==================== block 1
### Gate families picked out, block 1

Scale bar: 50 µm.
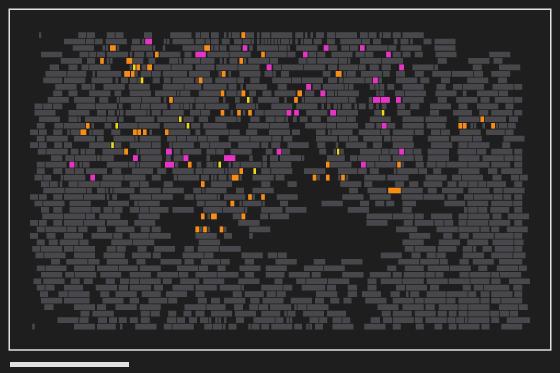

### src/rtl/ahb_fetch_master.sv
// Instruction-fetch AHB-Lite master with a show-ahead prefetch FIFO.
// One non-pipelined word read in flight; redirect flushes and restarts.
module ahb_fetch_master #(
  parameter logic [31:0] RESET_PC = 32'h0000_0000,
  parameter int          DEPTH    = 4
) (
  input  logic        HCLK,
  input  logic        HRESETn,
  input  logic        fetch_en,
  output logic [31:0] HADDR,
  output logic [1:0]  HTRANS,
  output logic        HWRITE,
  output logic [2:0]  HSIZE,
  output logic [31:0] HWDATA,
  input  logic [31:0] HRDATA,
  input  logic        HREADY,
  input  logic [1:0]  HRESP,
  input  logic        redirect_valid,
  input  logic [31:0] redirect_pc,
  output logic        instr_valid,
  output logic [31:0] instr_data,
  output logic [31:0] instr_pc,
  input  logic        instr_ready
);

  localparam int AW = $clog2(DEPTH);
  localparam int CW = AW + 1;
  localparam logic [CW-1:0] DEPTH_C = CW'(DEPTH);

  typedef enum logic [1:0] {
    IDLE,
    ADDR,
    DATA
  } state_t;

  state_t        state;
  logic [31:0]   pc;
  logic [31:0]   pc_nxt;
  logic [31:0]   haddr;
  logic          drop;

  logic [31:0]   fifo_data [DEPTH];
  logic [31:0]   fifo_pc   [DEPTH];
  logic [AW-1:0] wr_ptr;
  logic [AW-1:0] rd_ptr;
  logic [CW-1:0] count;
  logic [CW-1:0] count_nxt;

  logic          done;
  logic          push;
  logic          pop;
  logic          room;

  // The slave always answers OKAY; the low pc bits are forced to zero.
  logic unused_in;
  assign unused_in = ^{HRESP, redirect_pc[1:0]};

  assign HADDR  = haddr;
  assign HTRANS = (state == ADDR) ? 2'b10 : 2'b00;
  assign HWRITE = 1'b0;
  assign HSIZE  = 3'b010;
  assign HWDATA = 32'h0;

  assign instr_valid = (count != '0);
  assign instr_data  = fifo_data[rd_ptr];
  assign instr_pc    = fifo_pc[rd_ptr];

  assign done = (state == DATA) && HREADY;
  assign push = done && !drop && !redirect_valid;
  assign pop  = instr_valid && instr_ready && !redirect_valid;
  assign room = (count_nxt < DEPTH_C);

  // Occupancy after this edge; a redirect empties the FIFO.
  always_comb begin
    count_nxt = count;
    if (redirect_valid)
      count_nxt = '0;
    else if (push && !pop)
      count_nxt = count + 1'b1;
    else if (!push && pop)
      count_nxt = count - 1'b1;
  end

  // Next fetch address: redirect beats the post-transfer increment.
  always_comb begin
    pc_nxt = pc;
    if (redirect_valid)
      pc_nxt = {redirect_pc[31:2], 2'b00};
    else if (done && !drop)
      pc_nxt = pc + 32'd4;
  end

  // Transfer FSM with pc, bus address and the discard flag.
  always_ff @(posedge HCLK or negedge HRESETn) begin
    if (!HRESETn) begin
      state <= IDLE;
      pc    <= RESET_PC;
      haddr <= RESET_PC;
      drop  <= 1'b0;
    end else begin
      pc <= pc_nxt;
      if (!(state == ADDR && !HREADY))
        haddr <= pc_nxt;
      if (done)
        drop <= 1'b0;
      else if (redirect_valid && state != IDLE)
        drop <= 1'b1;
      unique case (state)
        IDLE: if (fetch_en && room) state <= ADDR;
        ADDR: if (HREADY) state <= DATA;
        DATA: if (HREADY) state <= (fetch_en && room) ? ADDR : IDLE;
        default: state <= IDLE;
      endcase
    end
  end

  // Prefetch FIFO storage and pointers.
  always_ff @(posedge HCLK or negedge HRESETn) begin
    if (!HRESETn) begin
      wr_ptr <= '0;
      rd_ptr <= '0;
      count  <= '0;
      for (int i = 0; i < DEPTH; i++) begin
        fifo_data[i] <= 32'h0;
        fifo_pc[i]   <= 32'h0;
      end
    end else if (redirect_valid) begin
      wr_ptr <= '0;
      rd_ptr <= '0;
      count  <= '0;
    end else begin
      if (push) begin
        fifo_data[wr_ptr] <= HRDATA;
        fifo_pc[wr_ptr]   <= pc;
        wr_ptr            <= wr_ptr + 1'b1;
      end
      if (pop)
        rd_ptr <= rd_ptr + 1'b1;
      count <= count_nxt;
    end
  end

endmodule
### config.mk
export PLATFORM = sky130hd
export DESIGN_NAME = ahb_fetch_master
export DESIGN_NICKNAME = d
export VERILOG_FILES = /design/src/rtl/ahb_fetch_master.sv
export SDC_FILE = /design/constraint.sdc
export NUM_CORES = 1
export LEC_CHECK = 0
export CORE_ASPECT_RATIO = 0.6
export CORE_MARGIN = 8
export CORE_UTILIZATION = 56
export DETAILED_ROUTE_END_ITERATION = 7
export GPL_ROUTABILITY_DRIVEN = 1
export GPL_TIMING_DRIVEN = 0
export PLACE_DENSITY = 0.81
export REMOVE_ABC_BUFFERS = 1
export SYNTH_ARGS = -nofsm -noshare
export SYNTH_HDL_FRONTEND = slang
export SYNTH_SLANG_ARGS = --single-unit
### constraint.sdc
create_clock -name HCLK -period 3.7 [get_ports HCLK]
set_clock_uncertainty 0.1 [all_clocks]
set_input_delay 0.74 -clock HCLK [delete_from_list [all_inputs] [get_ports HCLK]]
set_output_delay 0.74 -clock HCLK [all_outputs]
set_load 0.01 [all_outputs]
==================== block 2
**config.mk**
```make
export PLATFORM = sky130hd
export DESIGN_NAME = axi_rd_arb
export DESIGN_NICKNAME = d
export VERILOG_FILES = /design/src/rtl/axi_rd_pkg.sv /design/src/rtl/rr_arbiter.sv /design/src/rtl/axi_rd_arb.sv
export SDC_FILE = /design/constraint.sdc
export NUM_CORES = 1
export LEC_CHECK = 0
export CORE_AREA = 2 2 156 158
export DETAILED_ROUTE_END_ITERATION = 6
export DIE_AREA = 0 0 158 160
export GPL_TIMING_DRIVEN = 0
export SLEW_MARGIN = 10
export SYNTH_ARGS = -nofsm -noshare
export SYNTH_HDL_FRONTEND = slang
export SYNTH_SLANG_ARGS = --single-unit
```
**constraint.sdc**
```tcl
create_clock -name clk -period 4.1 [get_ports clk]
set_input_delay 0.41 -clock clk [delete_from_list [all_inputs] [get_ports clk]]
set_output_delay 0.41 -clock clk [all_outputs]
set_load 0.02 [all_outputs]
```
**src/rtl/axi_rd_pkg.sv**
```systemverilog
`default_nettype none
// axi_rd_pkg: shared sizing, AR FSM state type and AXI response codes for the read arbiter.
// Revision: 1.0
package axi_rd_pkg;

  localparam int NUM_REQ = 4;
  localparam int IDX_W   = 2;
  localparam int ID_W    = 8;

  typedef enum logic [0:0] {
    IDLE = 1'b0,
    HOLD = 1'b1
  } ar_state_e;

  localparam logic [1:0] RESP_OKAY   = 2'b00;
  localparam logic [1:0] RESP_SLVERR = 2'b10;

endpackage
`default_nettype wire

```
**src/rtl/rr_arbiter.sv**
```systemverilog
`default_nettype none
// rr_arbiter: combinational round-robin pick of the first eligible requester at or after rr_ptr.
// Revision: 1.0
module rr_arbiter #(
  parameter int NUM_REQ = 4,
  parameter int IDX_W   = 2
) (
  input  logic [NUM_REQ-1:0] eligible,
  input  logic [IDX_W-1:0]   rr_ptr,
  output logic [NUM_REQ-1:0] grant,
  output logic [IDX_W-1:0]   win_idx
);

  localparam logic [IDX_W:0] NREQ = (IDX_W+1)'(NUM_REQ);

  logic [IDX_W:0] cand;
  logic           found;

  always_comb begin
    grant   = '0;
    win_idx = '0;
    cand    = '0;
    found   = 1'b0;
    for (int k = 0; k < NUM_REQ; k++) begin
      // Candidate index is rr_ptr + k folded back into 0..NUM_REQ-1.
      cand = {1'b0, rr_ptr} + (IDX_W+1)'(k);
      if (cand >= NREQ) begin
        cand = cand - NREQ;
      end
      if (!found && eligible[cand[IDX_W-1:0]]) begin
        found                    = 1'b1;
        grant[cand[IDX_W-1:0]]   = 1'b1;
        win_idx                  = cand[IDX_W-1:0];
      end
    end
  end

endmodule
`default_nettype wire

```
**src/rtl/axi_rd_arb.sv**
```systemverilog
`default_nettype none
// axi_rd_arb: round-robin share of one AXI read port among NUM_REQ requesters, ID-tagged R routing.
// Revision: 1.0
module axi_rd_arb #(
  parameter int NUM_REQ    = axi_rd_pkg::NUM_REQ,
  parameter int IDX_W      = axi_rd_pkg::IDX_W,
  parameter int ADDR_WIDTH = 32,
  parameter int DATA_WIDTH = 64,
  parameter int MAX_OUTST  = 4
) (
  input  logic                          clk,
  input  logic                          rst,
  input  logic [NUM_REQ-1:0]            up_arvld,
  input  logic [NUM_REQ*ADDR_WIDTH-1:0] up_araddr,
  input  logic [NUM_REQ*8-1:0]          up_arlen,
  input  logic [NUM_REQ*3-1:0]          up_arsize,
  input  logic [NUM_REQ*2-1:0]          up_arburst,
  output logic [NUM_REQ-1:0]            up_arrdy,
  output logic [NUM_REQ-1:0]            up_rvld,
  output logic [DATA_WIDTH-1:0]         up_rdata,
  output logic [1:0]                    up_rresp,
  output logic                          up_rlast,
  input  logic [NUM_REQ-1:0]            up_rrdy,
  output logic                          dn_arvld,
  input  logic                          dn_arrdy,
  output logic [7:0]                    dn_arid,
  output logic [ADDR_WIDTH-1:0]         dn_araddr,
  output logic [7:0]                    dn_arlen,
  output logic [2:0]                    dn_arsize,
  output logic [1:0]                    dn_arburst,
  input  logic                          dn_rvld,
  input  logic [7:0]                    dn_rid,
  input  logic [DATA_WIDTH-1:0]         dn_rdata,
  input  logic [1:0]                    dn_rresp,
  input  logic                          dn_rlast,
  output logic                          dn_rrdy,
  output logic                          err_stray
);

  import axi_rd_pkg::*;

  localparam int               CNT_W    = 3;
  localparam logic [CNT_W-1:0] MAX_CNT  = CNT_W'(MAX_OUTST);
  localparam logic [IDX_W-1:0] LAST_IDX = IDX_W'(NUM_REQ - 1);

  ar_state_e              state;
  ar_state_e              state_nxt;
  logic [IDX_W-1:0]       rr_ptr;
  logic [CNT_W-1:0]       outst [NUM_REQ];

  logic [IDX_W-1:0]       hold_idx;
  logic [ADDR_WIDTH-1:0]  hold_addr;
  logic [7:0]             hold_len;
  logic [2:0]             hold_size;
  logic [1:0]             hold_burst;

  logic [NUM_REQ-1:0]     eligible;
  logic [NUM_REQ-1:0]     grant;
  logic [IDX_W-1:0]       win_idx;
  logic                   capture;

  logic [ADDR_WIDTH-1:0]  sel_addr;
  logic [7:0]             sel_len;
  logic [2:0]             sel_size;
  logic [1:0]             sel_burst;

  logic [IDX_W-1:0]       rid_idx;
  logic                   rid_hi_nz;
  logic                   idx_hit;
  logic [CNT_W-1:0]       idx_cnt;
  logic                   rrdy_sel;
  logic                   stray;
  logic                   r_done_last;
  logic [NUM_REQ-1:0]     inc;
  logic [NUM_REQ-1:0]     dec;

  // ---------------- AR arbitration ----------------
  generate
    for (genvar i = 0; i < NUM_REQ; i++) begin : g_elig
      assign eligible[i] = up_arvld[i] && (outst[i] < MAX_CNT);
      assign inc[i]      = capture && grant[i];
      assign dec[i]      = r_done_last && (rid_idx == IDX_W'(i));
      assign up_rvld[i]  = dn_rvld && !stray && (rid_idx == IDX_W'(i));
    end
  endgenerate

  rr_arbiter #(
    .NUM_REQ (NUM_REQ),
    .IDX_W   (IDX_W)
  ) u_rr_arbiter (
    .eligible (eligible),
    .rr_ptr   (rr_ptr),
    .grant    (grant),
    .win_idx  (win_idx)
  );

  // Reset overrides the combinational accept so nothing is granted while rst is high.
  assign capture  = !rst && ((state == IDLE) || dn_arrdy) && (|eligible);
  assign up_arrdy = capture ? grant : '0;

  always_comb begin
    sel_addr  = '0;
    sel_len   = '0;
    sel_size  = '0;
    sel_burst = '0;
    for (int i = 0; i < NUM_REQ; i++) begin
      if (grant[i]) begin
        sel_addr  = up_araddr[i*ADDR_WIDTH +: ADDR_WIDTH];
        sel_len   = up_arlen[i*8 +: 8];
        sel_size  = up_arsize[i*3 +: 3];
        sel_burst = up_arburst[i*2 +: 2];
      end
    end
  end

  always_comb begin
    state_nxt = state;
    if (capture) begin
      state_nxt = HOLD;
    end else if ((state == HOLD) && dn_arrdy) begin
      state_nxt = IDLE;
    end
  end

  always_ff @(posedge clk) begin
    if (rst) begin
      state <= IDLE;
    end else begin
      state <= state_nxt;
    end
  end

  always_ff @(posedge clk) begin
    if (rst) begin
      rr_ptr     <= '0;
      hold_idx   <= '0;
      hold_addr  <= '0;
      hold_len   <= '0;
      hold_size  <= '0;
      hold_burst <= '0;
    end else if (capture) begin
      rr_ptr     <= (win_idx == LAST_IDX) ? '0 : win_idx + 1'b1;
      hold_idx   <= win_idx;
      hold_addr  <= sel_addr;
      hold_len   <= sel_len;
      hold_size  <= sel_size;
      hold_burst <= sel_burst;
    end
  end

  assign dn_arvld   = (state == HOLD);
  assign dn_arid    = ID_W'(hold_idx);
  assign dn_araddr  = hold_addr;
  assign dn_arlen   = hold_len;
  assign dn_arsize  = hold_size;
  assign dn_arburst = hold_burst;

  // ---------------- R routing ----------------
  assign rid_idx   = dn_rid[IDX_W-1:0];
  assign rid_hi_nz = |dn_rid[ID_W-1:IDX_W];

  always_comb begin
    idx_hit  = 1'b0;
    idx_cnt  = '0;
    rrdy_sel = 1'b0;
    for (int i = 0; i < NUM_REQ; i++) begin
      if (rid_idx == IDX_W'(i)) begin
        idx_hit  = 1'b1;
        idx_cnt  = outst[i];
        rrdy_sel = up_rrdy[i];
      end
    end
  end

  // A beat nobody is waiting for is sunk here so it cannot wedge the shared R channel.
  assign stray       = !idx_hit || rid_hi_nz || (idx_cnt == '0);
  assign dn_rrdy     = stray || rrdy_sel;
  assign r_done_last = dn_rvld && dn_rrdy && dn_rlast && !stray;

  assign up_rdata = dn_rdata;
  assign up_rresp = dn_rresp;
  assign up_rlast = dn_rlast;

  always_ff @(posedge clk) begin
    if (rst) begin
      for (int i = 0; i < NUM_REQ; i++) begin
        outst[i] <= '0;
      end
    end else begin
      for (int i = 0; i < NUM_REQ; i++) begin
        if (inc[i] && !dec[i]) begin
          outst[i] <= outst[i] + 1'b1;
        end else if (dec[i] && !inc[i]) begin
          outst[i] <= outst[i] - 1'b1;
        end
      end
    end
  end

  always_ff @(posedge clk) begin
    if (rst) begin
      err_stray <= 1'b0;
    end else if (dn_rvld && stray) begin
      err_stray <= 1'b1;
    end
  end

endmodule
`default_nettype wire

```
==================== block 3
**config.mk**
```make
export PLATFORM = sky130hd
export DESIGN_NAME = pipeline_hazard_ctrl
export DESIGN_NICKNAME = d
export VERILOG_FILES = /design/src/rtl/rv_pipe_pkg.sv /design/src/rtl/fwd_select.sv /design/src/rtl/pipeline_hazard_ctrl.sv
export SDC_FILE = /design/constraint.sdc
export NUM_CORES = 1
export LEC_CHECK = 0
export ABC_AREA = 1
export CORE_MARGIN = 4
export CORE_UTILIZATION = 30
export CTS_BUF_LIST = sky130_fd_sc_hd__clkbuf_4
export DETAILED_ROUTE_END_ITERATION = 8
export PLACE_DENSITY = 0.95
export RECOVER_POWER = 25
export SYNTH_ARGS = -nofsm -noshare
export SYNTH_HDL_FRONTEND = slang
export SYNTH_SLANG_ARGS = --single-unit
```
**constraint.sdc**
```tcl
create_clock -name CLK -period 3.36 [get_ports CLK]
set_input_delay 1.008 -clock CLK [delete_from_list [all_inputs] [get_ports CLK]]
set_output_delay 1.008 -clock CLK [all_outputs]
set_load 0.02 [all_outputs]
```
**src/rtl/rv_pipe_pkg.sv**
```systemverilog
// Shared RV32I pipeline definitions: opcodes, forwarding selects, hazard FSM states
// and the register-usage decode helpers used by the hazard controller.
package rv_pipe_pkg;

    localparam logic [6:0] OPC_LUI    = 7'b0110111;
    localparam logic [6:0] OPC_AUIPC  = 7'b0010111;
    localparam logic [6:0] OPC_JAL    = 7'b1101111;
    localparam logic [6:0] OPC_JALR   = 7'b1100111;
    localparam logic [6:0] OPC_BRANCH = 7'b1100011;
    localparam logic [6:0] OPC_LOAD   = 7'b0000011;
    localparam logic [6:0] OPC_STORE  = 7'b0100011;
    localparam logic [6:0] OPC_OP_IMM = 7'b0010011;
    localparam logic [6:0] OPC_OP     = 7'b0110011;
    localparam logic [6:0] OPC_SYS    = 7'b1110011;

    localparam logic [1:0] FWD_RF  = 2'b00;
    localparam logic [1:0] FWD_EXM = 2'b01;
    localparam logic [1:0] FWD_MWB = 2'b10;
    localparam logic [1:0] FWD_LD  = 2'b11;

    typedef enum logic [1:0] {
        ST_RUN     = 2'd0,
        ST_LDSTALL = 2'd1,
        ST_SHADOW  = 2'd2,
        ST_MEMWAIT = 2'd3
    } ctrl_state_e;

    function automatic logic writes_rd(input logic [6:0] opc);
        logic w;
        w = 1'b0;
        case (opc)
            OPC_LUI, OPC_AUIPC, OPC_JAL, OPC_JALR,
            OPC_LOAD, OPC_OP_IMM, OPC_OP, OPC_SYS: w = 1'b1;
            default:                               w = 1'b0;
        endcase
        return w;
    endfunction

    function automatic logic reads_rs1(input logic [6:0] opc);
        logic w;
        w = 1'b0;
        case (opc)
            OPC_JALR, OPC_BRANCH, OPC_LOAD,
            OPC_STORE, OPC_OP_IMM, OPC_OP: w = 1'b1;
            default:                       w = 1'b0;
        endcase
        return w;
    endfunction

    function automatic logic reads_rs2(input logic [6:0] opc);
        logic w;
        w = 1'b0;
        case (opc)
            OPC_BRANCH, OPC_STORE, OPC_OP: w = 1'b1;
            default:                       w = 1'b0;
        endcase
        return w;
    endfunction

endpackage

```
**src/rtl/fwd_select.sv**
```systemverilog
// Operand forwarding select for one source register of the instruction in ID/EX.
// The younger EX/MEM producer wins over MEM/WB; a load in EX/MEM uses the bus data path.
module fwd_select
    import rv_pipe_pkg::*;
(
    input  logic [4:0]  i_rs,
    input  logic        i_rs_en,
    input  logic [31:0] i_exm_inst,
    input  logic [31:0] i_mwb_inst,
    output logic [1:0]  o_sel
);

    logic w_exm_hit;
    logic w_mwb_hit;
    logic w_exm_load;
    logic w_unused_bits;

    // x0 is never a real producer, so a zero source register never forwards
    assign w_exm_hit  = i_rs_en && (i_rs != 5'd0) && writes_rd(i_exm_inst[6:0])
                        && (i_exm_inst[11:7] == i_rs);
    assign w_mwb_hit  = i_rs_en && (i_rs != 5'd0) && writes_rd(i_mwb_inst[6:0])
                        && (i_mwb_inst[11:7] == i_rs);
    assign w_exm_load = (i_exm_inst[6:0] == OPC_LOAD);

    always_comb begin
        o_sel = FWD_RF;
        if (w_exm_hit) begin
            o_sel = w_exm_load ? FWD_LD : FWD_EXM;
        end else if (w_mwb_hit) begin
            o_sel = FWD_MWB;
        end
    end

    assign w_unused_bits = &{1'b0, i_exm_inst[31:12], i_mwb_inst[31:12]};

endmodule

```
**src/rtl/pipeline_hazard_ctrl.sv**
```systemverilog
// Hazard/sequencing controller for the 5-stage RV32I pipeline: memory wait, branch
// shadow, load-use stall and forwarding selects. Optional counters: HAZARD_PERF_CNT_EN.
module pipeline_hazard_ctrl
    import rv_pipe_pkg::*;
#(
    parameter int BR_SHADOW = 2,
    parameter int CNT_W     = 32
) (
    input  logic        CLK,
    input  logic        RES,
    input  logic [31:0] ID_inst,
    input  logic [31:0] ID_EX_inst,
    input  logic [31:0] EX_MEM_inst,
    input  logic [31:0] MEM_WB_inst,
    input  logic        br_raw,
    input  logic        HREADY_D,
    output logic        stall_if,
    output logic        stall_id,
    output logic        stall_ex,
    output logic        bubble_ex,
    output logic        flush_if_id,
    output logic        branch_taken,
    output logic [1:0]  fwd_rs1_sel,
    output logic [1:0]  fwd_rs2_sel,
    output logic [1:0]  ctrl_state
`ifdef HAZARD_PERF_CNT_EN
    ,
    output logic [CNT_W-1:0] stall_cycles,
    output logic [CNT_W-1:0] flush_count,
    output logic [CNT_W-1:0] memwait_cycles
`endif
);

    ctrl_state_e r_state;
    ctrl_state_e r_saved_state;
    ctrl_state_e w_state_next;
    ctrl_state_e w_saved_next;
    ctrl_state_e w_eff_state;
    logic [1:0]  r_shadow_cnt;
    logic [1:0]  w_shadow_cnt_next;

    logic        w_memwait;
    logic        w_load_use;
    logic        w_stall_if;
    logic        w_stall_id;
    logic        w_stall_ex;
    logic        w_bubble_ex;
    logic        w_flush_if_id;
    logic        w_branch_taken;
    logic [1:0]  w_fwd_rs1;
    logic [1:0]  w_fwd_rs2;
    logic        w_unused_bits;

    assign w_memwait = ((EX_MEM_inst[6:0] == OPC_LOAD) || (EX_MEM_inst[6:0] == OPC_STORE))
                       && !HREADY_D;

    assign w_load_use = (ID_EX_inst[6:0] == OPC_LOAD) && (ID_EX_inst[11:7] != 5'd0)
                        && ((reads_rs1(ID_inst[6:0]) && (ID_inst[19:15] == ID_EX_inst[11:7]))
                         || (reads_rs2(ID_inst[6:0]) && (ID_inst[24:20] == ID_EX_inst[11:7])));

    // Once the bus completes, MEMWAIT behaves as the state it interrupted for that cycle
    assign w_eff_state = (r_state == ST_MEMWAIT) ? r_saved_state : r_state;

    always_ff @(posedge CLK or negedge RES) begin
        if (!RES) begin
            r_state       <= ST_RUN;
            r_saved_state <= ST_RUN;
            r_shadow_cnt  <= 2'd0;
        end else begin
            r_state       <= w_state_next;
            r_saved_state <= w_saved_next;
            r_shadow_cnt  <= w_shadow_cnt_next;
        end
    end

    always_comb begin
        w_state_next      = r_state;
        w_saved_next      = r_saved_state;
        w_shadow_cnt_next = r_shadow_cnt;
        w_stall_if        = 1'b0;
        w_stall_id        = 1'b0;
        w_stall_ex        = 1'b0;
        w_bubble_ex       = 1'b0;
        w_flush_if_id     = 1'b0;
        w_branch_taken    = 1'b0;

        if (w_memwait) begin
            w_stall_if   = 1'b1;
            w_stall_id   = 1'b1;
            w_stall_ex   = 1'b1;
            w_state_next = ST_MEMWAIT;
            if (r_state != ST_MEMWAIT) begin
                w_saved_next = r_state;
            end
        end else begin
            w_state_next = w_eff_state;
            case (w_eff_state)
                ST_RUN, ST_LDSTALL: begin
                    if (br_raw) begin
                        w_branch_taken    = 1'b1;
                        w_flush_if_id     = 1'b1;
                        w_bubble_ex       = 1'b1;
                        w_shadow_cnt_next = 2'(BR_SHADOW);
                        w_state_next      = ST_SHADOW;
                    end else if ((w_eff_state == ST_RUN) && w_load_use) begin
                        w_stall_if   = 1'b1;
                        w_stall_id   = 1'b1;
                        w_bubble_ex  = 1'b1;
                        w_state_next = ST_LDSTALL;
                    end else begin
                        w_state_next = ST_RUN;
                    end
                end
                ST_SHADOW: begin
                    if (w_load_use) begin
                        w_stall_if  = 1'b1;
                        w_stall_id  = 1'b1;
                        w_bubble_ex = 1'b1;
                    end
                    if (r_shadow_cnt <= 2'd1) begin
                        w_shadow_cnt_next = 2'd0;
                        w_state_next      = ST_RUN;
                    end else begin
                        w_shadow_cnt_next = r_shadow_cnt - 2'd1;
                    end
                end
                default: begin
                    w_state_next = ST_RUN;
                end
            endcase
        end
    end

    fwd_select u_fwd_rs1 (
        .i_rs       (ID_EX_inst[19:15]),
        .i_rs_en    (reads_rs1(ID_EX_inst[6:0])),
        .i_exm_inst (EX_MEM_inst),
        .i_mwb_inst (MEM_WB_inst),
        .o_sel      (w_fwd_rs1)
    );

    fwd_select u_fwd_rs2 (
        .i_rs       (ID_EX_inst[24:20]),
        .i_rs_en    (reads_rs2(ID_EX_inst[6:0])),
        .i_exm_inst (EX_MEM_inst),
        .i_mwb_inst (MEM_WB_inst),
        .o_sel      (w_fwd_rs2)
    );

    // Outputs are forced quiet while reset is asserted, independent of the inputs
    assign stall_if     = RES & w_stall_if;
    assign stall_id     = RES & w_stall_id;
    assign stall_ex     = RES & w_stall_ex;
    assign bubble_ex    = RES & w_bubble_ex;
    assign flush_if_id  = RES & w_flush_if_id;
    assign branch_taken = RES & w_branch_taken;
    assign fwd_rs1_sel  = RES ? w_fwd_rs1 : FWD_RF;
    assign fwd_rs2_sel  = RES ? w_fwd_rs2 : FWD_RF;
    assign ctrl_state   = r_state;

    assign w_unused_bits = &{1'b0, ID_inst[31:25], ID_inst[14:7],
                             ID_EX_inst[31:25], ID_EX_inst[14:12]};

`ifdef HAZARD_PERF_CNT_EN
    logic [CNT_W-1:0] r_stall_cycles;
    logic [CNT_W-1:0] r_flush_count;
    logic [CNT_W-1:0] r_memwait_cycles;

    always_ff @(posedge CLK or negedge RES) begin
        if (!RES) begin
            r_stall_cycles   <= '0;
            r_flush_count    <= '0;
            r_memwait_cycles <= '0;
        end else begin
            if (w_stall_if && !(&r_stall_cycles)) begin
                r_stall_cycles <= r_stall_cycles + CNT_W'(1);
            end
            if (w_branch_taken && !(&r_flush_count)) begin
                r_flush_count <= r_flush_count + CNT_W'(1);
            end
            if (w_memwait && !(&r_memwait_cycles)) begin
                r_memwait_cycles <= r_memwait_cycles + CNT_W'(1);
            end
        end
    end

    assign stall_cycles   = r_stall_cycles;
    assign flush_count    = r_flush_count;
    assign memwait_cycles = r_memwait_cycles;
`else
    logic [CNT_W-1:0] w_unused_cnt;
    assign w_unused_cnt = '0;
`endif

endmodule

```
==================== block 4
File: src/rtl/spi_pkg.sv
// Shared types and widths for the SPI master controller and its shifter.
package spi_pkg;

   localparam int FRAME_W = 10;
   localparam int DATA_W  = 8;

   typedef enum logic [1:0] {
      WR_ADDR = 2'b00,
      WR_DATA = 2'b01,
      RD_ADDR = 2'b10,
      RD_DATA = 2'b11
   } spi_cmd_e;

   typedef enum logic [2:0] {
      IDLE,
      SEND,
      TURN,
      RECV,
      END
   } spi_state_e;

endpackage

File: src/rtl/spi_mst_shifter.sv
// TX/RX shift registers and the shared down-counter that times each frame phase.
module spi_mst_shifter
   import spi_pkg::*;
(
   input  logic               clk,
   input  logic               rst_n,
   input  logic               load_i,
   input  logic [FRAME_W-1:0] load_word_i,
   input  logic               shift_i,
   input  logic               rx_en_i,
   input  logic               miso_i,
   input  logic               cnt_load_i,
   input  logic [3:0]         cnt_val_i,
   input  logic               cnt_dec_i,
   output logic               mosi_o,
   output logic               cnt_zero_o,
   output logic [DATA_W-1:0]  rx_data_o
);

   logic [FRAME_W-1:0] tx_q, tx_d;
   logic [DATA_W-1:0]  rx_q, rx_d;
   logic [3:0]         cnt_q, cnt_d;

   // Zeros shift in behind the frame, so MOSI idles low once the last bit leaves.
   always_comb begin
      tx_d  = tx_q;
      rx_d  = rx_q;
      cnt_d = cnt_q;
      if (load_i) begin
         tx_d = load_word_i;
      end else if (shift_i) begin
         tx_d = {tx_q[FRAME_W-2:0], 1'b0};
      end
      if (rx_en_i) begin
         rx_d = {rx_q[DATA_W-2:0], miso_i};
      end
      if (cnt_load_i) begin
         cnt_d = cnt_val_i;
      end else if (cnt_dec_i) begin
         cnt_d = cnt_q - 4'd1;
      end
   end

   always_ff @(posedge clk or negedge rst_n) begin
      if (!rst_n) begin
         tx_q  <= '0;
         rx_q  <= '0;
         cnt_q <= '0;
      end else begin
         tx_q  <= tx_d;
         rx_q  <= rx_d;
         cnt_q <= cnt_d;
      end
   end

   assign mosi_o     = tx_q[FRAME_W-1];
   assign cnt_zero_o = (cnt_q == 4'd0);
   assign rx_data_o  = rx_q;

endmodule

File: src/rtl/spi_master_ctrl.sv
// SPI initiator: serialises a 10-bit command MSB-first and collects 8 bits for read-data frames.
// Define SPI_MASTER_START_QUEUE_EN to add a one-deep pending-start slot.
module spi_master_ctrl
   import spi_pkg::*;
#(
   parameter int unsigned TURNAROUND = 1
) (
   input  logic               clk,
   input  logic               rst_n,
   input  logic               start,
   input  logic [FRAME_W-1:0] data_in,
   output logic [DATA_W-1:0]  data_out,
   output logic               busy,
   output logic               done,
   output logic               SS_n,
   output logic               MOSI,
   input  logic               MISO
);

   spi_state_e          state_q;
   spi_cmd_e            cmd_q;
   logic                busy_q;
   logic                done_q;
   logic                ss_n_q;
   logic [DATA_W-1:0]   data_out_q;

   logic                load;
   logic [FRAME_W-1:0]  next_word;
   logic                shift;
   logic                rx_en;
   logic                cnt_load;
   logic [3:0]          cnt_val;
   logic                cnt_dec;
   logic                cnt_zero;
   logic [DATA_W-1:0]   rx_data;

`ifdef SPI_MASTER_START_QUEUE_EN
   logic                pend_vld_q;
   logic [FRAME_W-1:0]  pend_q;
`endif

   // A new frame is loaded from IDLE, or straight out of END when a start is waiting.
   always_comb begin
      load      = 1'b0;
      next_word = data_in;
      case (state_q)
         IDLE: load = start;
`ifdef SPI_MASTER_START_QUEUE_EN
         END: begin
            if (pend_vld_q) begin
               load      = 1'b1;
               next_word = pend_q;
            end else begin
               load      = start;
            end
         end
`endif
         default: ;
      endcase
   end

   always_comb begin
      shift    = (state_q == SEND);
      rx_en    = ((state_q == TURN) && cnt_zero) || ((state_q == RECV) && !cnt_zero);
      cnt_dec  = (state_q == SEND) || (state_q == TURN) || (state_q == RECV);
      cnt_load = 1'b0;
      cnt_val  = 4'(FRAME_W - 1);
      if (load) begin
         cnt_load = 1'b1;
      end else if ((state_q == SEND) && cnt_zero && (cmd_q == RD_DATA)) begin
         cnt_load = 1'b1;
         cnt_val  = 4'(TURNAROUND - 1);
      end else if ((state_q == TURN) && cnt_zero) begin
         cnt_load = 1'b1;
         cnt_val  = 4'(DATA_W - 1);
      end
   end

   spi_mst_shifter u_shifter (
      .clk         (clk),
      .rst_n       (rst_n),
      .load_i      (load),
      .load_word_i (next_word),
      .shift_i     (shift),
      .rx_en_i     (rx_en),
      .miso_i      (MISO),
      .cnt_load_i  (cnt_load),
      .cnt_val_i   (cnt_val),
      .cnt_dec_i   (cnt_dec),
      .mosi_o      (MOSI),
      .cnt_zero_o  (cnt_zero),
      .rx_data_o   (rx_data)
   );

   always_ff @(posedge clk or negedge rst_n) begin
      if (!rst_n) begin
         state_q    <= IDLE;
         cmd_q      <= WR_ADDR;
         busy_q     <= 1'b0;
         done_q     <= 1'b0;
         ss_n_q     <= 1'b1;
         data_out_q <= '0;
`ifdef SPI_MASTER_START_QUEUE_EN
         pend_vld_q <= 1'b0;
         pend_q     <= '0;
`endif
      end else begin
         done_q <= 1'b0;
         if (load) begin
            cmd_q <= spi_cmd_e'(next_word[FRAME_W-1:FRAME_W-2]);
         end
         case (state_q)
            IDLE: begin
               if (load) begin
                  state_q <= SEND;
                  busy_q  <= 1'b1;
                  ss_n_q  <= 1'b0;
               end
            end
            SEND: begin
               if (cnt_zero) begin
                  if (cmd_q == RD_DATA) begin
                     state_q <= TURN;
                  end else begin
                     state_q <= END;
                     ss_n_q  <= 1'b1;
                  end
               end
            end
            TURN: begin
               if (cnt_zero) begin
                  state_q <= RECV;
               end
            end
            RECV: begin
               if (cnt_zero) begin
                  state_q <= END;
                  ss_n_q  <= 1'b1;
               end
            end
            END: begin
               done_q <= 1'b1;
               if (cmd_q == RD_DATA) begin
                  data_out_q <= rx_data;
               end
               if (load) begin
                  state_q <= SEND;
                  ss_n_q  <= 1'b0;
               end else begin
                  state_q <= IDLE;
                  busy_q  <= 1'b0;
               end
            end
            default: begin
               state_q <= IDLE;
               busy_q  <= 1'b0;
               ss_n_q  <= 1'b1;
            end
         endcase
`ifdef SPI_MASTER_START_QUEUE_EN
         // END either drains the slot or finds it empty, so it always leaves empty.
         if (state_q == END) begin
            pend_vld_q <= 1'b0;
         end else if (start && busy_q && !pend_vld_q) begin
            pend_vld_q <= 1'b1;
            pend_q     <= data_in;
         end
`endif
      end
   end

   assign data_out = data_out_q;
   assign busy     = busy_q;
   assign done     = done_q;
   assign SS_n     = ss_n_q;

endmodule

File: config.mk
export PLATFORM = sky130hd
export DESIGN_NAME = spi_master_ctrl
export DESIGN_NICKNAME = d
export VERILOG_FILES = /design/src/rtl/spi_pkg.sv /design/src/rtl/spi_mst_shifter.sv /design/src/rtl/spi_master_ctrl.sv
export SDC_FILE = /design/constraint.sdc
export NUM_CORES = 1
export LEC_CHECK = 0
export CAP_MARGIN = 20
export CORE_MARGIN = 3
export CORE_UTILIZATION = 53
export DETAILED_ROUTE_END_ITERATION = 10
export PLACE_DENSITY = 0.88
export SKIP_CTS_REPAIR_TIMING = 1
export SYNTH_ARGS = -nofsm -noshare
export SYNTH_HDL_FRONTEND = slang
export SYNTH_SLANG_ARGS = --single-unit
File: constraint.sdc
create_clock -name clk -period 1.9 [get_ports clk]
set_input_delay 0.57 -clock clk [delete_from_list [all_inputs] [get_ports clk]]
set_output_delay 0.57 -clock clk [all_outputs]
set_load 0.01 [all_outputs]

==> layout pictures side by side <==
Clock nets.
Plate I
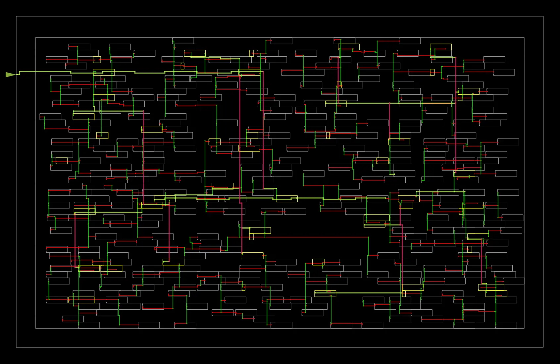
Plate II
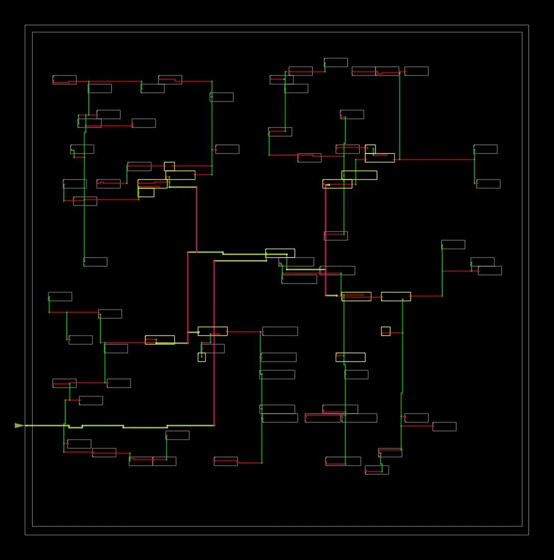
Plate III
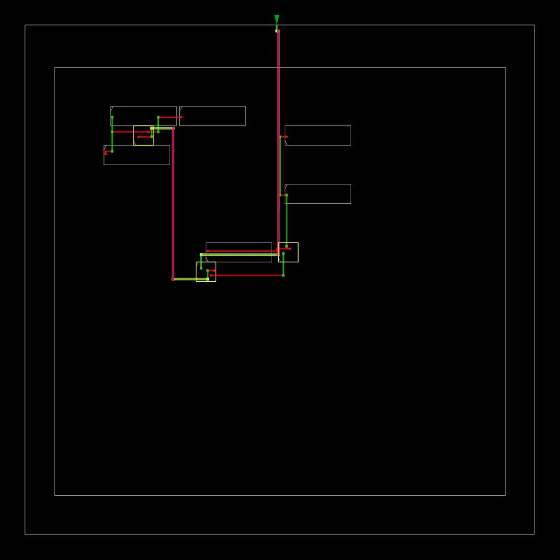
Plate IV
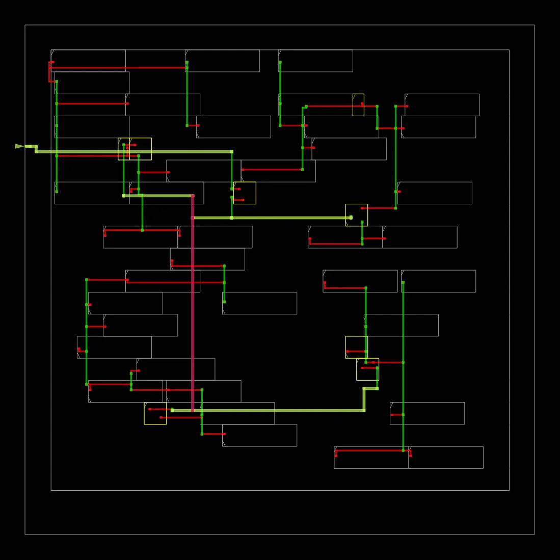
Plate III comes from block 3.
Plate IV comes from block 4.
Plate II comes from block 2.
Plate I comes from block 1.
- most clock buffers: Plate I

### Supply network, block 2

Pins as bars on the die edge. Tap cells in grey.
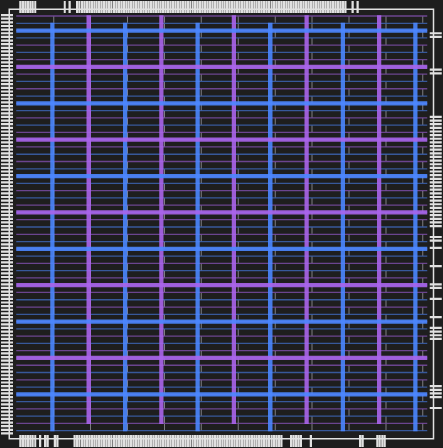
Key: VDD = purple; VSS = blue
58 met1 rails follow the rows. The core has 57 rows. 11 straps on met4. 398 signal pins sit on the boundary.
DIE HEIGHT: 160 µm
Die Width: 158 µm

==> impl_metrics.json, block 2 <==
{
  "p_seq_frac": 0.188,
  "fin_nets": 1214,
  "yosys_warnings": 0,
  "fp_util": 0.207,
  "hp-class": "reg -> reg",
  "dp_slack_ps": -374,
  "postRouteAntennaNets": 0,
  "leakage_uw": 0.00334,
  "synth_cell_types": 54,
  "rows": 57,
  "warning_count": 33,
  "period_minus_slack_ps": 3860,
  "path_class": "reg -> reg",
  "largest_class": "buffers",
  "status": "finished, final reports clean",
  "seq_share": 0.154,
  "path_cells": "buf_2 -> inv_1 -> ha_1 -> clkbuf_2 -> and3_1 -> o21a_1 -> or2_2 -> a221oi_4 -> buf_4 -> o211ai_1 -> fa_1 -> xnor2_1 -> mux2i_1",
  "slew_viol_final": 0,
  "regArea_um2": 1380,
  "use_met1": 0.218,
  "drt-wirelength-per-cell_um": 18.9,
  "cts.path.max_buffers": 2,
  "r2r_cells": 13,
  "endpoint": "outst[0][2]",
  "power-top-group": "combinational logic",
  "cts_inserted_buffers": 9,
  "cpMaxStageDelayCell": "fa_1",
  "synth_xor_xnor_area_share": 0.0142,
  "end_kind": "register",
  "vias": 5962,
  "comb_share": 0.308,
  "largest_area_cell": "dfxtp_1",
  "ctsRootBufferMaster": "clkbuf_16"
}
[block 2: through the flow]
| step | TNS (ps) | area, µm² | total power, µW |
|---|---|---|---|
| floorplan | 0 | 4960 | 2780 |
| global placement | -1080 | 8600 | 3870 |
| detailed placement | -1250 | 8600 | 3890 |
| CTS | 0 | 8950 | 4800 |
| global route | 0 | 8970 | 5070 |
| finish | 0 | 8970 | 4750 |
[block 2: kinds of logic (layout without fill, tap and decap cells)]
group	count (synthesis)	in the layout
AND-OR/OR-AND	181	181
XOR/XNOR	8	8
adder cells (fa/ha/maj)	12	12
buffers and inverters	137	479
flip-flops	63	63
multiplexers	7	7
other	1	8
AND/OR/NAND/NOR	184	184
[block 2: registers in the layout, indices dropped and copies added (netlist names), named ones only]
name        cells
dn_arlen        8
err_stray       1
dn_arsize       3
rr_ptr          1
dn_arburst      2
hold_idx        2
dn_arvld        1
outst          12
dn_araddr      32
[block 2: what timing repair did]
item | in CTS | in global routing
resized | 8 | 4
setup buffers | 1 | 2
endpoints found under the hold margin | 0 | 0
pin swaps | 1 | 2
endpoints found under the setup margin | 7 | 5
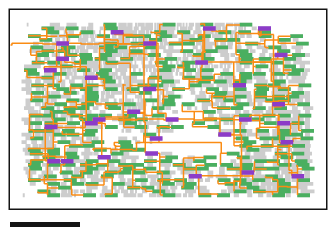
*Clock network drawn from the DEF, block 1*
Scale bar: 50 µm.
Key: clock wires = orange [length 3920 µm]; flip-flops = green [count 330]; clock-net drivers = purple [count 30]
There are 31 routed clock nets. Position of the flops: all over the die.

Notes on 'Gate families picked out' of block 1 above:
Key: inv cells = yellow [cells 11, most used inv_1]; and/or cells = magenta [cells 29, most used and3_1]; aoi and oai cells = orange [cells 53, most used o21ai_0]

==> impl_metrics.json, block 1 <==
{
  "status": "finished, final reports clean",
  "area_leaders": "dfrtp_1 55%, mux2_2 19%, mux4_2 9.7%",
  "overflow": 0,
  "fin_util": 0.684,
  "cts-htree-levels": 1,
  "whs_ps": 28.4,
  "hp-class": "in -> async",
  "grt_max_degree": 100,
  "wl_um": 35600,
  "leakage_uw": 0.00837,
  "design_area_um2": 18000,
  "area_growth_pct": 20.7,
  "initialDrtViolationCount": 616,
  "grtUsageTotal": 0.220,
  "yosysChipArea_um2": 14900,
  "power.internal_uw": 7650,
  "max_freq_ghz": 0.290,
  "cap_violations": 0,
  "dp_hpwl_um": 22400,
  "combPwrFrac": 0.290,
  "postRouteAntennaNets": 0,
  "warning_count": 35,
  "worst_slew_pin_slew_ps": 1170,
  "largest_area_cell": "dfrtp_1",
  "fp_util": 0.567,
  "yosys_warnings": 0,
  "relSlewSlack": 0.215,
  "dp_slack_ps": -752,
  "grt_pass1_wl_um": 56000
}
[block 1: area by class of cell]
type	count	share of cell area
Clock inverter	13	0.00862
Inverter	11	0.00229
Timing Repair Buffer	179	0.110
Multi-Input combinational cell	639	0.347
Sequential cell	330	0.459
Tap cell	360	0.0250
Clock buffer	41	0.0479
Antenna cell	1	0.000139
[block 1: layer usage]
metal	vias up	routed length (µm)	track usage
met5	-	0	0
met1	4805	15700	0.305
met2	266	17100	0.354
li1	4025	-	-
met3	41	2110	0.0471
met4	0	661	0.0501
[block 1: logic make-up after synthesis]
family / share of synthesized area
simple gates: 0.0586
flops: 0.553
mux: 0.290
buf+inv: 0.0405
xor+xnor: 0.0193
other cells: 0.000503
compound gates: 0.0312
fa+ha+maj: 0.00671
[block 1: path summary, 6_finish.rpt]
path / start / to / slack, ps / cells past startpoint
max: rd_ptr[1] / instr_pc[20] / 250 / 3
min reg2reg: HADDR[3] / HADDR[3] / 380 / 2
max in group asynchronous: HRESETn / fifo_data[62] / 2280 / 3
max reg2reg: state[0] / fifo_data[79] / 660 / 5
min: HRESETn / fifo_data[79] / 30 / 1
min in group HCLK: HADDR[3] / HADDR[3] / 380 / 2
### Supply network, block 3

Pins as bars on the die edge. Tap cells in grey.
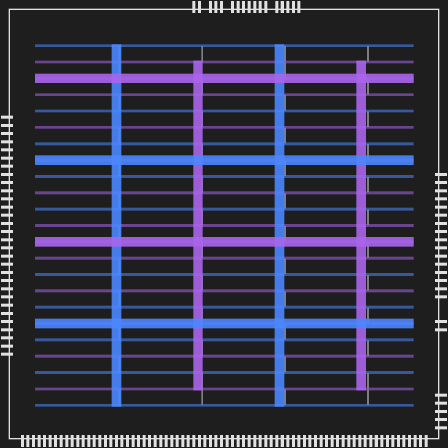
Key: VDD = purple; VSS = blue
144 signal pins sit on the boundary. 48 tap cells. 4 straps on met4. 23 met1 rails follow the rows.
Placeable Area: 3770 µm²
VDD IR max: 0.260 mV

==> impl_metrics.json, block 3 <==
{
  "min_from": "r_shadow_cnt[0]",
  "cpMaxStageDelayCell": "clkdlybuf4s50_1",
  "critical-path-max-stage-delay_ps": 490,
  "relSlewSlack": 0.772,
  "max_freq_ghz": 0.300,
  "postCtsResizedCells": 66,
  "setup_slack_ps": 22.6,
  "cap_violations": 0,
  "dp_cells": 392,
  "critical_path.top_delay_family": "buffers and inverters",
  "synth_seq_share": 0.125,
  "r2r_slack_ps": 1880,
  "comb_share": 0.402,
  "synth_cell_types": 21,
  "final_common_cell": "nand2_1",
  "seq_share": 0.0646,
  "grt_antenna_before_repair": 0,
  "dieArea_um2": 5070,
  "finalClockSkew_ps": 3.92,
  "r2r-start": "ctrl_state[1]",
  "path_class": "in -> out",
  "die_h_um": 71.2,
  "critical_path.startpoint_type": "input pin",
  "nFillCells": 365,
  "combGateArea_um2": 936,
  "grt_pass1_vias": 1810,
  "fin_util": 0.617,
  "ios": 144,
  "rows": 22,
  "initialDrtViolationCount": 61,
  "tapCellCount": 48,
  "synthTopLogicFamily": "simple AND/OR/NAND/NOR gates",
  "path_buffers": 2,
  "status": "finished, final reports clean",
  "hold_viol": 0,
  "end_kind": "primary output",
  "clkSinkCount": 6
}
[block 3: routing by layer]
layer	global-route usage	share of wire	vias up
li1	-	-	959
met1	0.155	0.35	803
met2	0.335	0.54	70
met3	0.0477	0.089	10
met4	0.0668	0.023	0
met5	0	0	-
[block 3: synth_stat cells (2+ instances only)]
master,number
o21ai_0,6
inv_2,8
xnor2_1,2
nor2_2,5
o211ai_1,3
nand3_1,14
nand2_1,107
o21ai_2,2
nor2_1,31
xor2_1,3
inv_1,42
nand4_1,5
o21ai_1,5
buf_4,2
nor3_1,4
dfrtp_1,6
[block 3: power by group]
part	switching, µW	leakage (µW)	internal [µW]	total [µW]
Sequential	13.9	0.0000787	93.6	107
Combinational	157	0.00135	148	305
Clock	28.8	0.0000138	40.6	69.4
Total	200	0.00144	282	482
[block 3: state kept, by name, summed over array words and instances, names as in the netlist]
register and count:
ctrl_state 2, r_saved_state 2, r_shadow_cnt 2
[block 3: worst register-to-register path, delay by kind of cell (launching register included)]
family	cells	cell delay, ps
DFF	1	360
buffers and inverters	4	400
AOI/OAI and AO/OA	1	190
and+or+nand+nor	4	470
### Clock network drawn from the DEF, block 4

Scale bar: 20 µm.
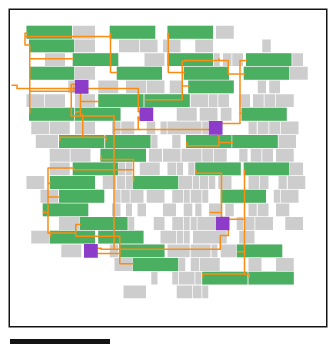
Key: clock wires = orange [length 428 µm]; clock-net drivers = purple [count 5]; flip-flops = green [count 38]
Position of the flops: all over the die.
worst skew pair latency: 350 ps
clk_skew: 15.3 ps

### Supply network, block 4

Pins as bars on the die edge. Tap cells in grey.
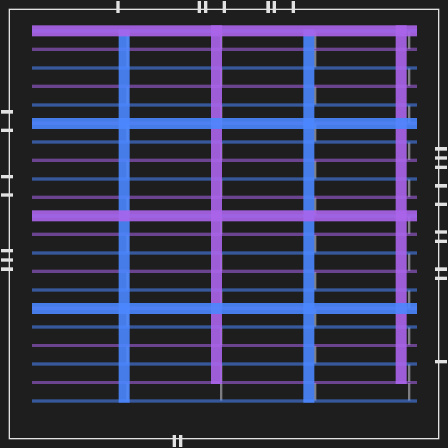
Key: VDD = purple; VSS = blue
4 straps on met5. The core has 20 rows. 44 tap cells. 4 straps on met4. 26 signal pins sit on the boundary.

==> impl_metrics.json, block 4 <==
{
  "path_max_fanout": 2,
  "endpoint": "data_out[0]",
  "cp.required_ps": 1330,
  "yosysChipArea_um2": 1720,
  "max_freq_ghz": 0.544,
  "cpMaxStageDelayCell": "clkdlybuf4s50_1",
  "dieArea_um2": 3960,
  "ctsRootBufferMaster": "clkbuf_4",
  "whs_ps": 466,
  "final_common_cell": "dfrtp_1",
  "nNonClkBuffers": 34,
  "synthAdderAreaFrac": 0.00729,
  "sw_frac_of_total": 0.372,
  "route.met3.wl_um": 211,
  "fin_setup_tns_ps": 0,
  "synthTopLogicFamily": "AND-OR/OR-AND gates",
  "cp.arrival_ps": 1270,
  "grtUsageTotal": 0.191,
  "multiInputCombCellCount": 101,
  "tapCellCount": 44,
  "nFillCells": 242,
  "nClkBuffers": 7,
  "status": "finished, final reports clean",
  "cts.path.max_buffers": 2,
  "fin_util": 0.690,
  "largest_class": "registers",
  "cts_tree": "yes",
  "comb_share": 0.337,
  "hold_viol": 0,
  "gp_congestion": 0.862,
  "first_pass_iters": 4,
  "synth_cell_types": 33,
  "path_class": "reg -> out",
  "worst_slew_pin_slew_ps": 502,
  "period_minus_slack_ps": 1840
}
block 4: sequential cells by signal, indices dropped and copies added, names as in the netlist:
register / flops
data_out: 8
u_shifter.rx_data_o: 8
done: 1
state_q: 3
cmd_q: 2
u_shifter.cnt_q: 4
SS_n: 1
busy: 1
u_shifter.tx_q: 10
block 4: cell usage after synthesis:
master    count  area (µm²)
clkbuf_1      1        3.75
nor3b_4       1        18.8
dfstp_2       1        26.3
mux2_2       18         203
nor2b_1       1        6.26
nand2_1      12        45.0
a22o_1        1        8.76
nand3b_1      1        7.51
nor2_1       11        41.3
a21oi_1      12        60.1
o2111a_1      1        11.3
a311oi_1      2        17.5
or3b_4        1        11.3
ha_1          1        12.5
nand3_1       3        15.0
o22ai_1      15        93.8
and4b_1       1        10.0
nand3_2       1        10.0
xor2_1        1        8.76
buf_2         5        25.0
o21ai_0       5        25.0
o21ba_2       1        10.0
o31ai_1       1        7.51
a21boi_4      1        18.8
and2_1        1        6.26
a31oi_1       2        12.5
a211o_1       1        8.76
o21a_1        1        7.51
mux2i_1       1        10.0
inv_1         6        22.5
nor3_1        3        15.0
nand2_4       1        11.3
dfrtp_1      37         926


## Gallery

Cell classes on the final placement.
panel A
Scale bar: 50 µm.
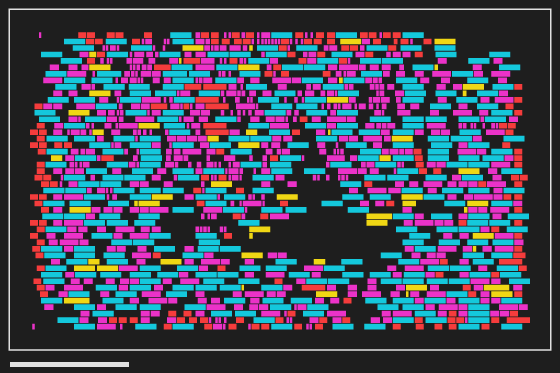
panel B
Scale bar: 20 µm.
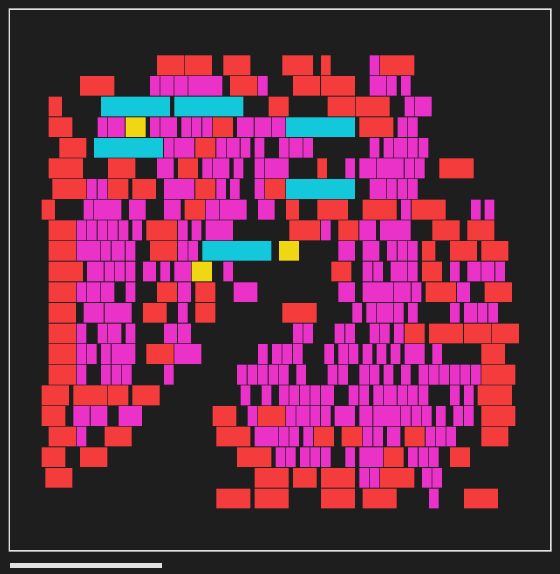
panel C
Scale bar: 20 µm.
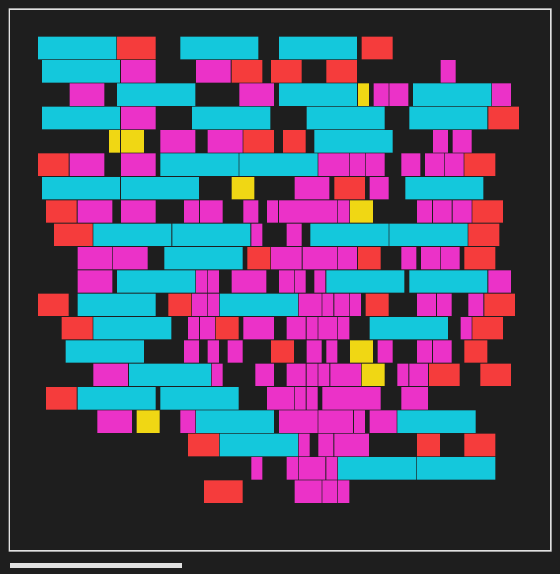
panel D
Scale bar: 50 µm.
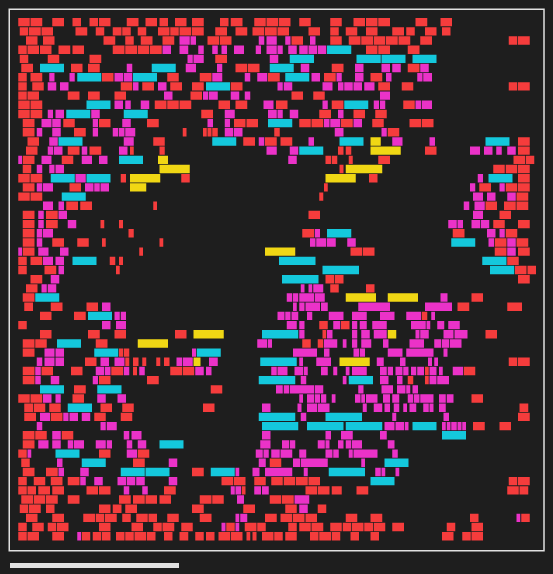
The one with the most cells is panel A.
The one with the smallest die is panel C.
panel B -> block 3
panel D -> block 2
panel A -> block 1
panel C -> block 4


==> layout pictures side by side <==
Gate families picked out.
(a)
Scale bar: 50 µm.
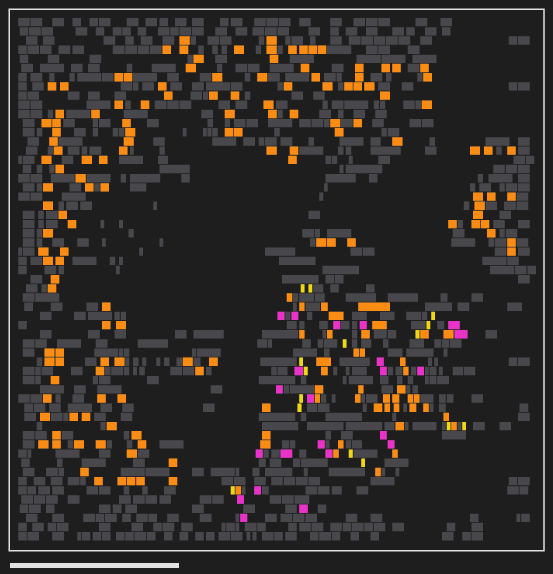
(b)
Scale bar: 20 µm.
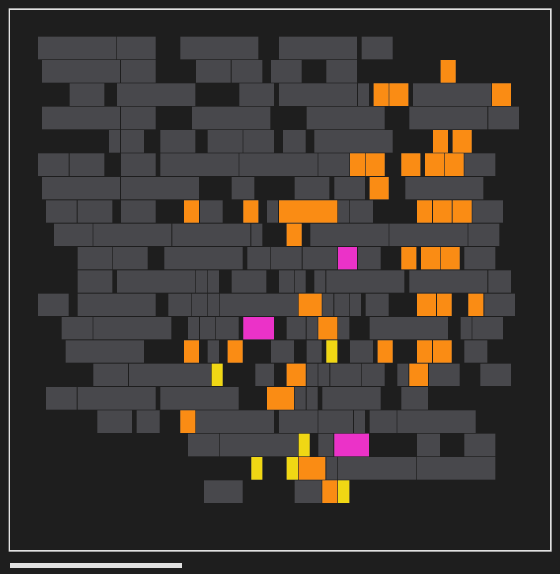
(c)
Scale bar: 20 µm.
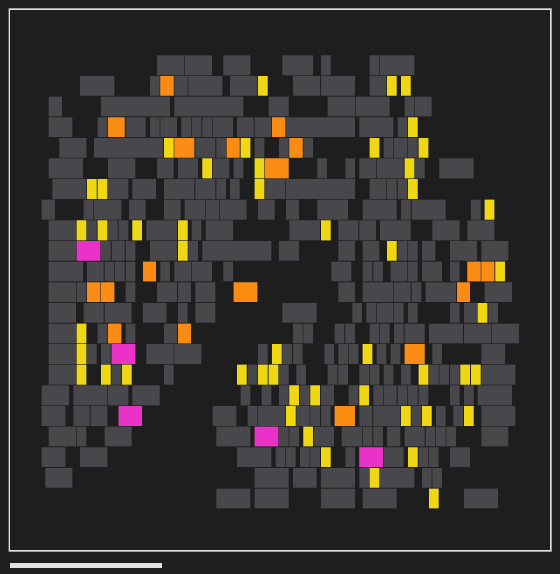
| from | picture |
|---|---|
| block 2 | (a) |
| block 4 | (b) |
| block 3 | (c) |

Power and IR drop assume default switching activity.
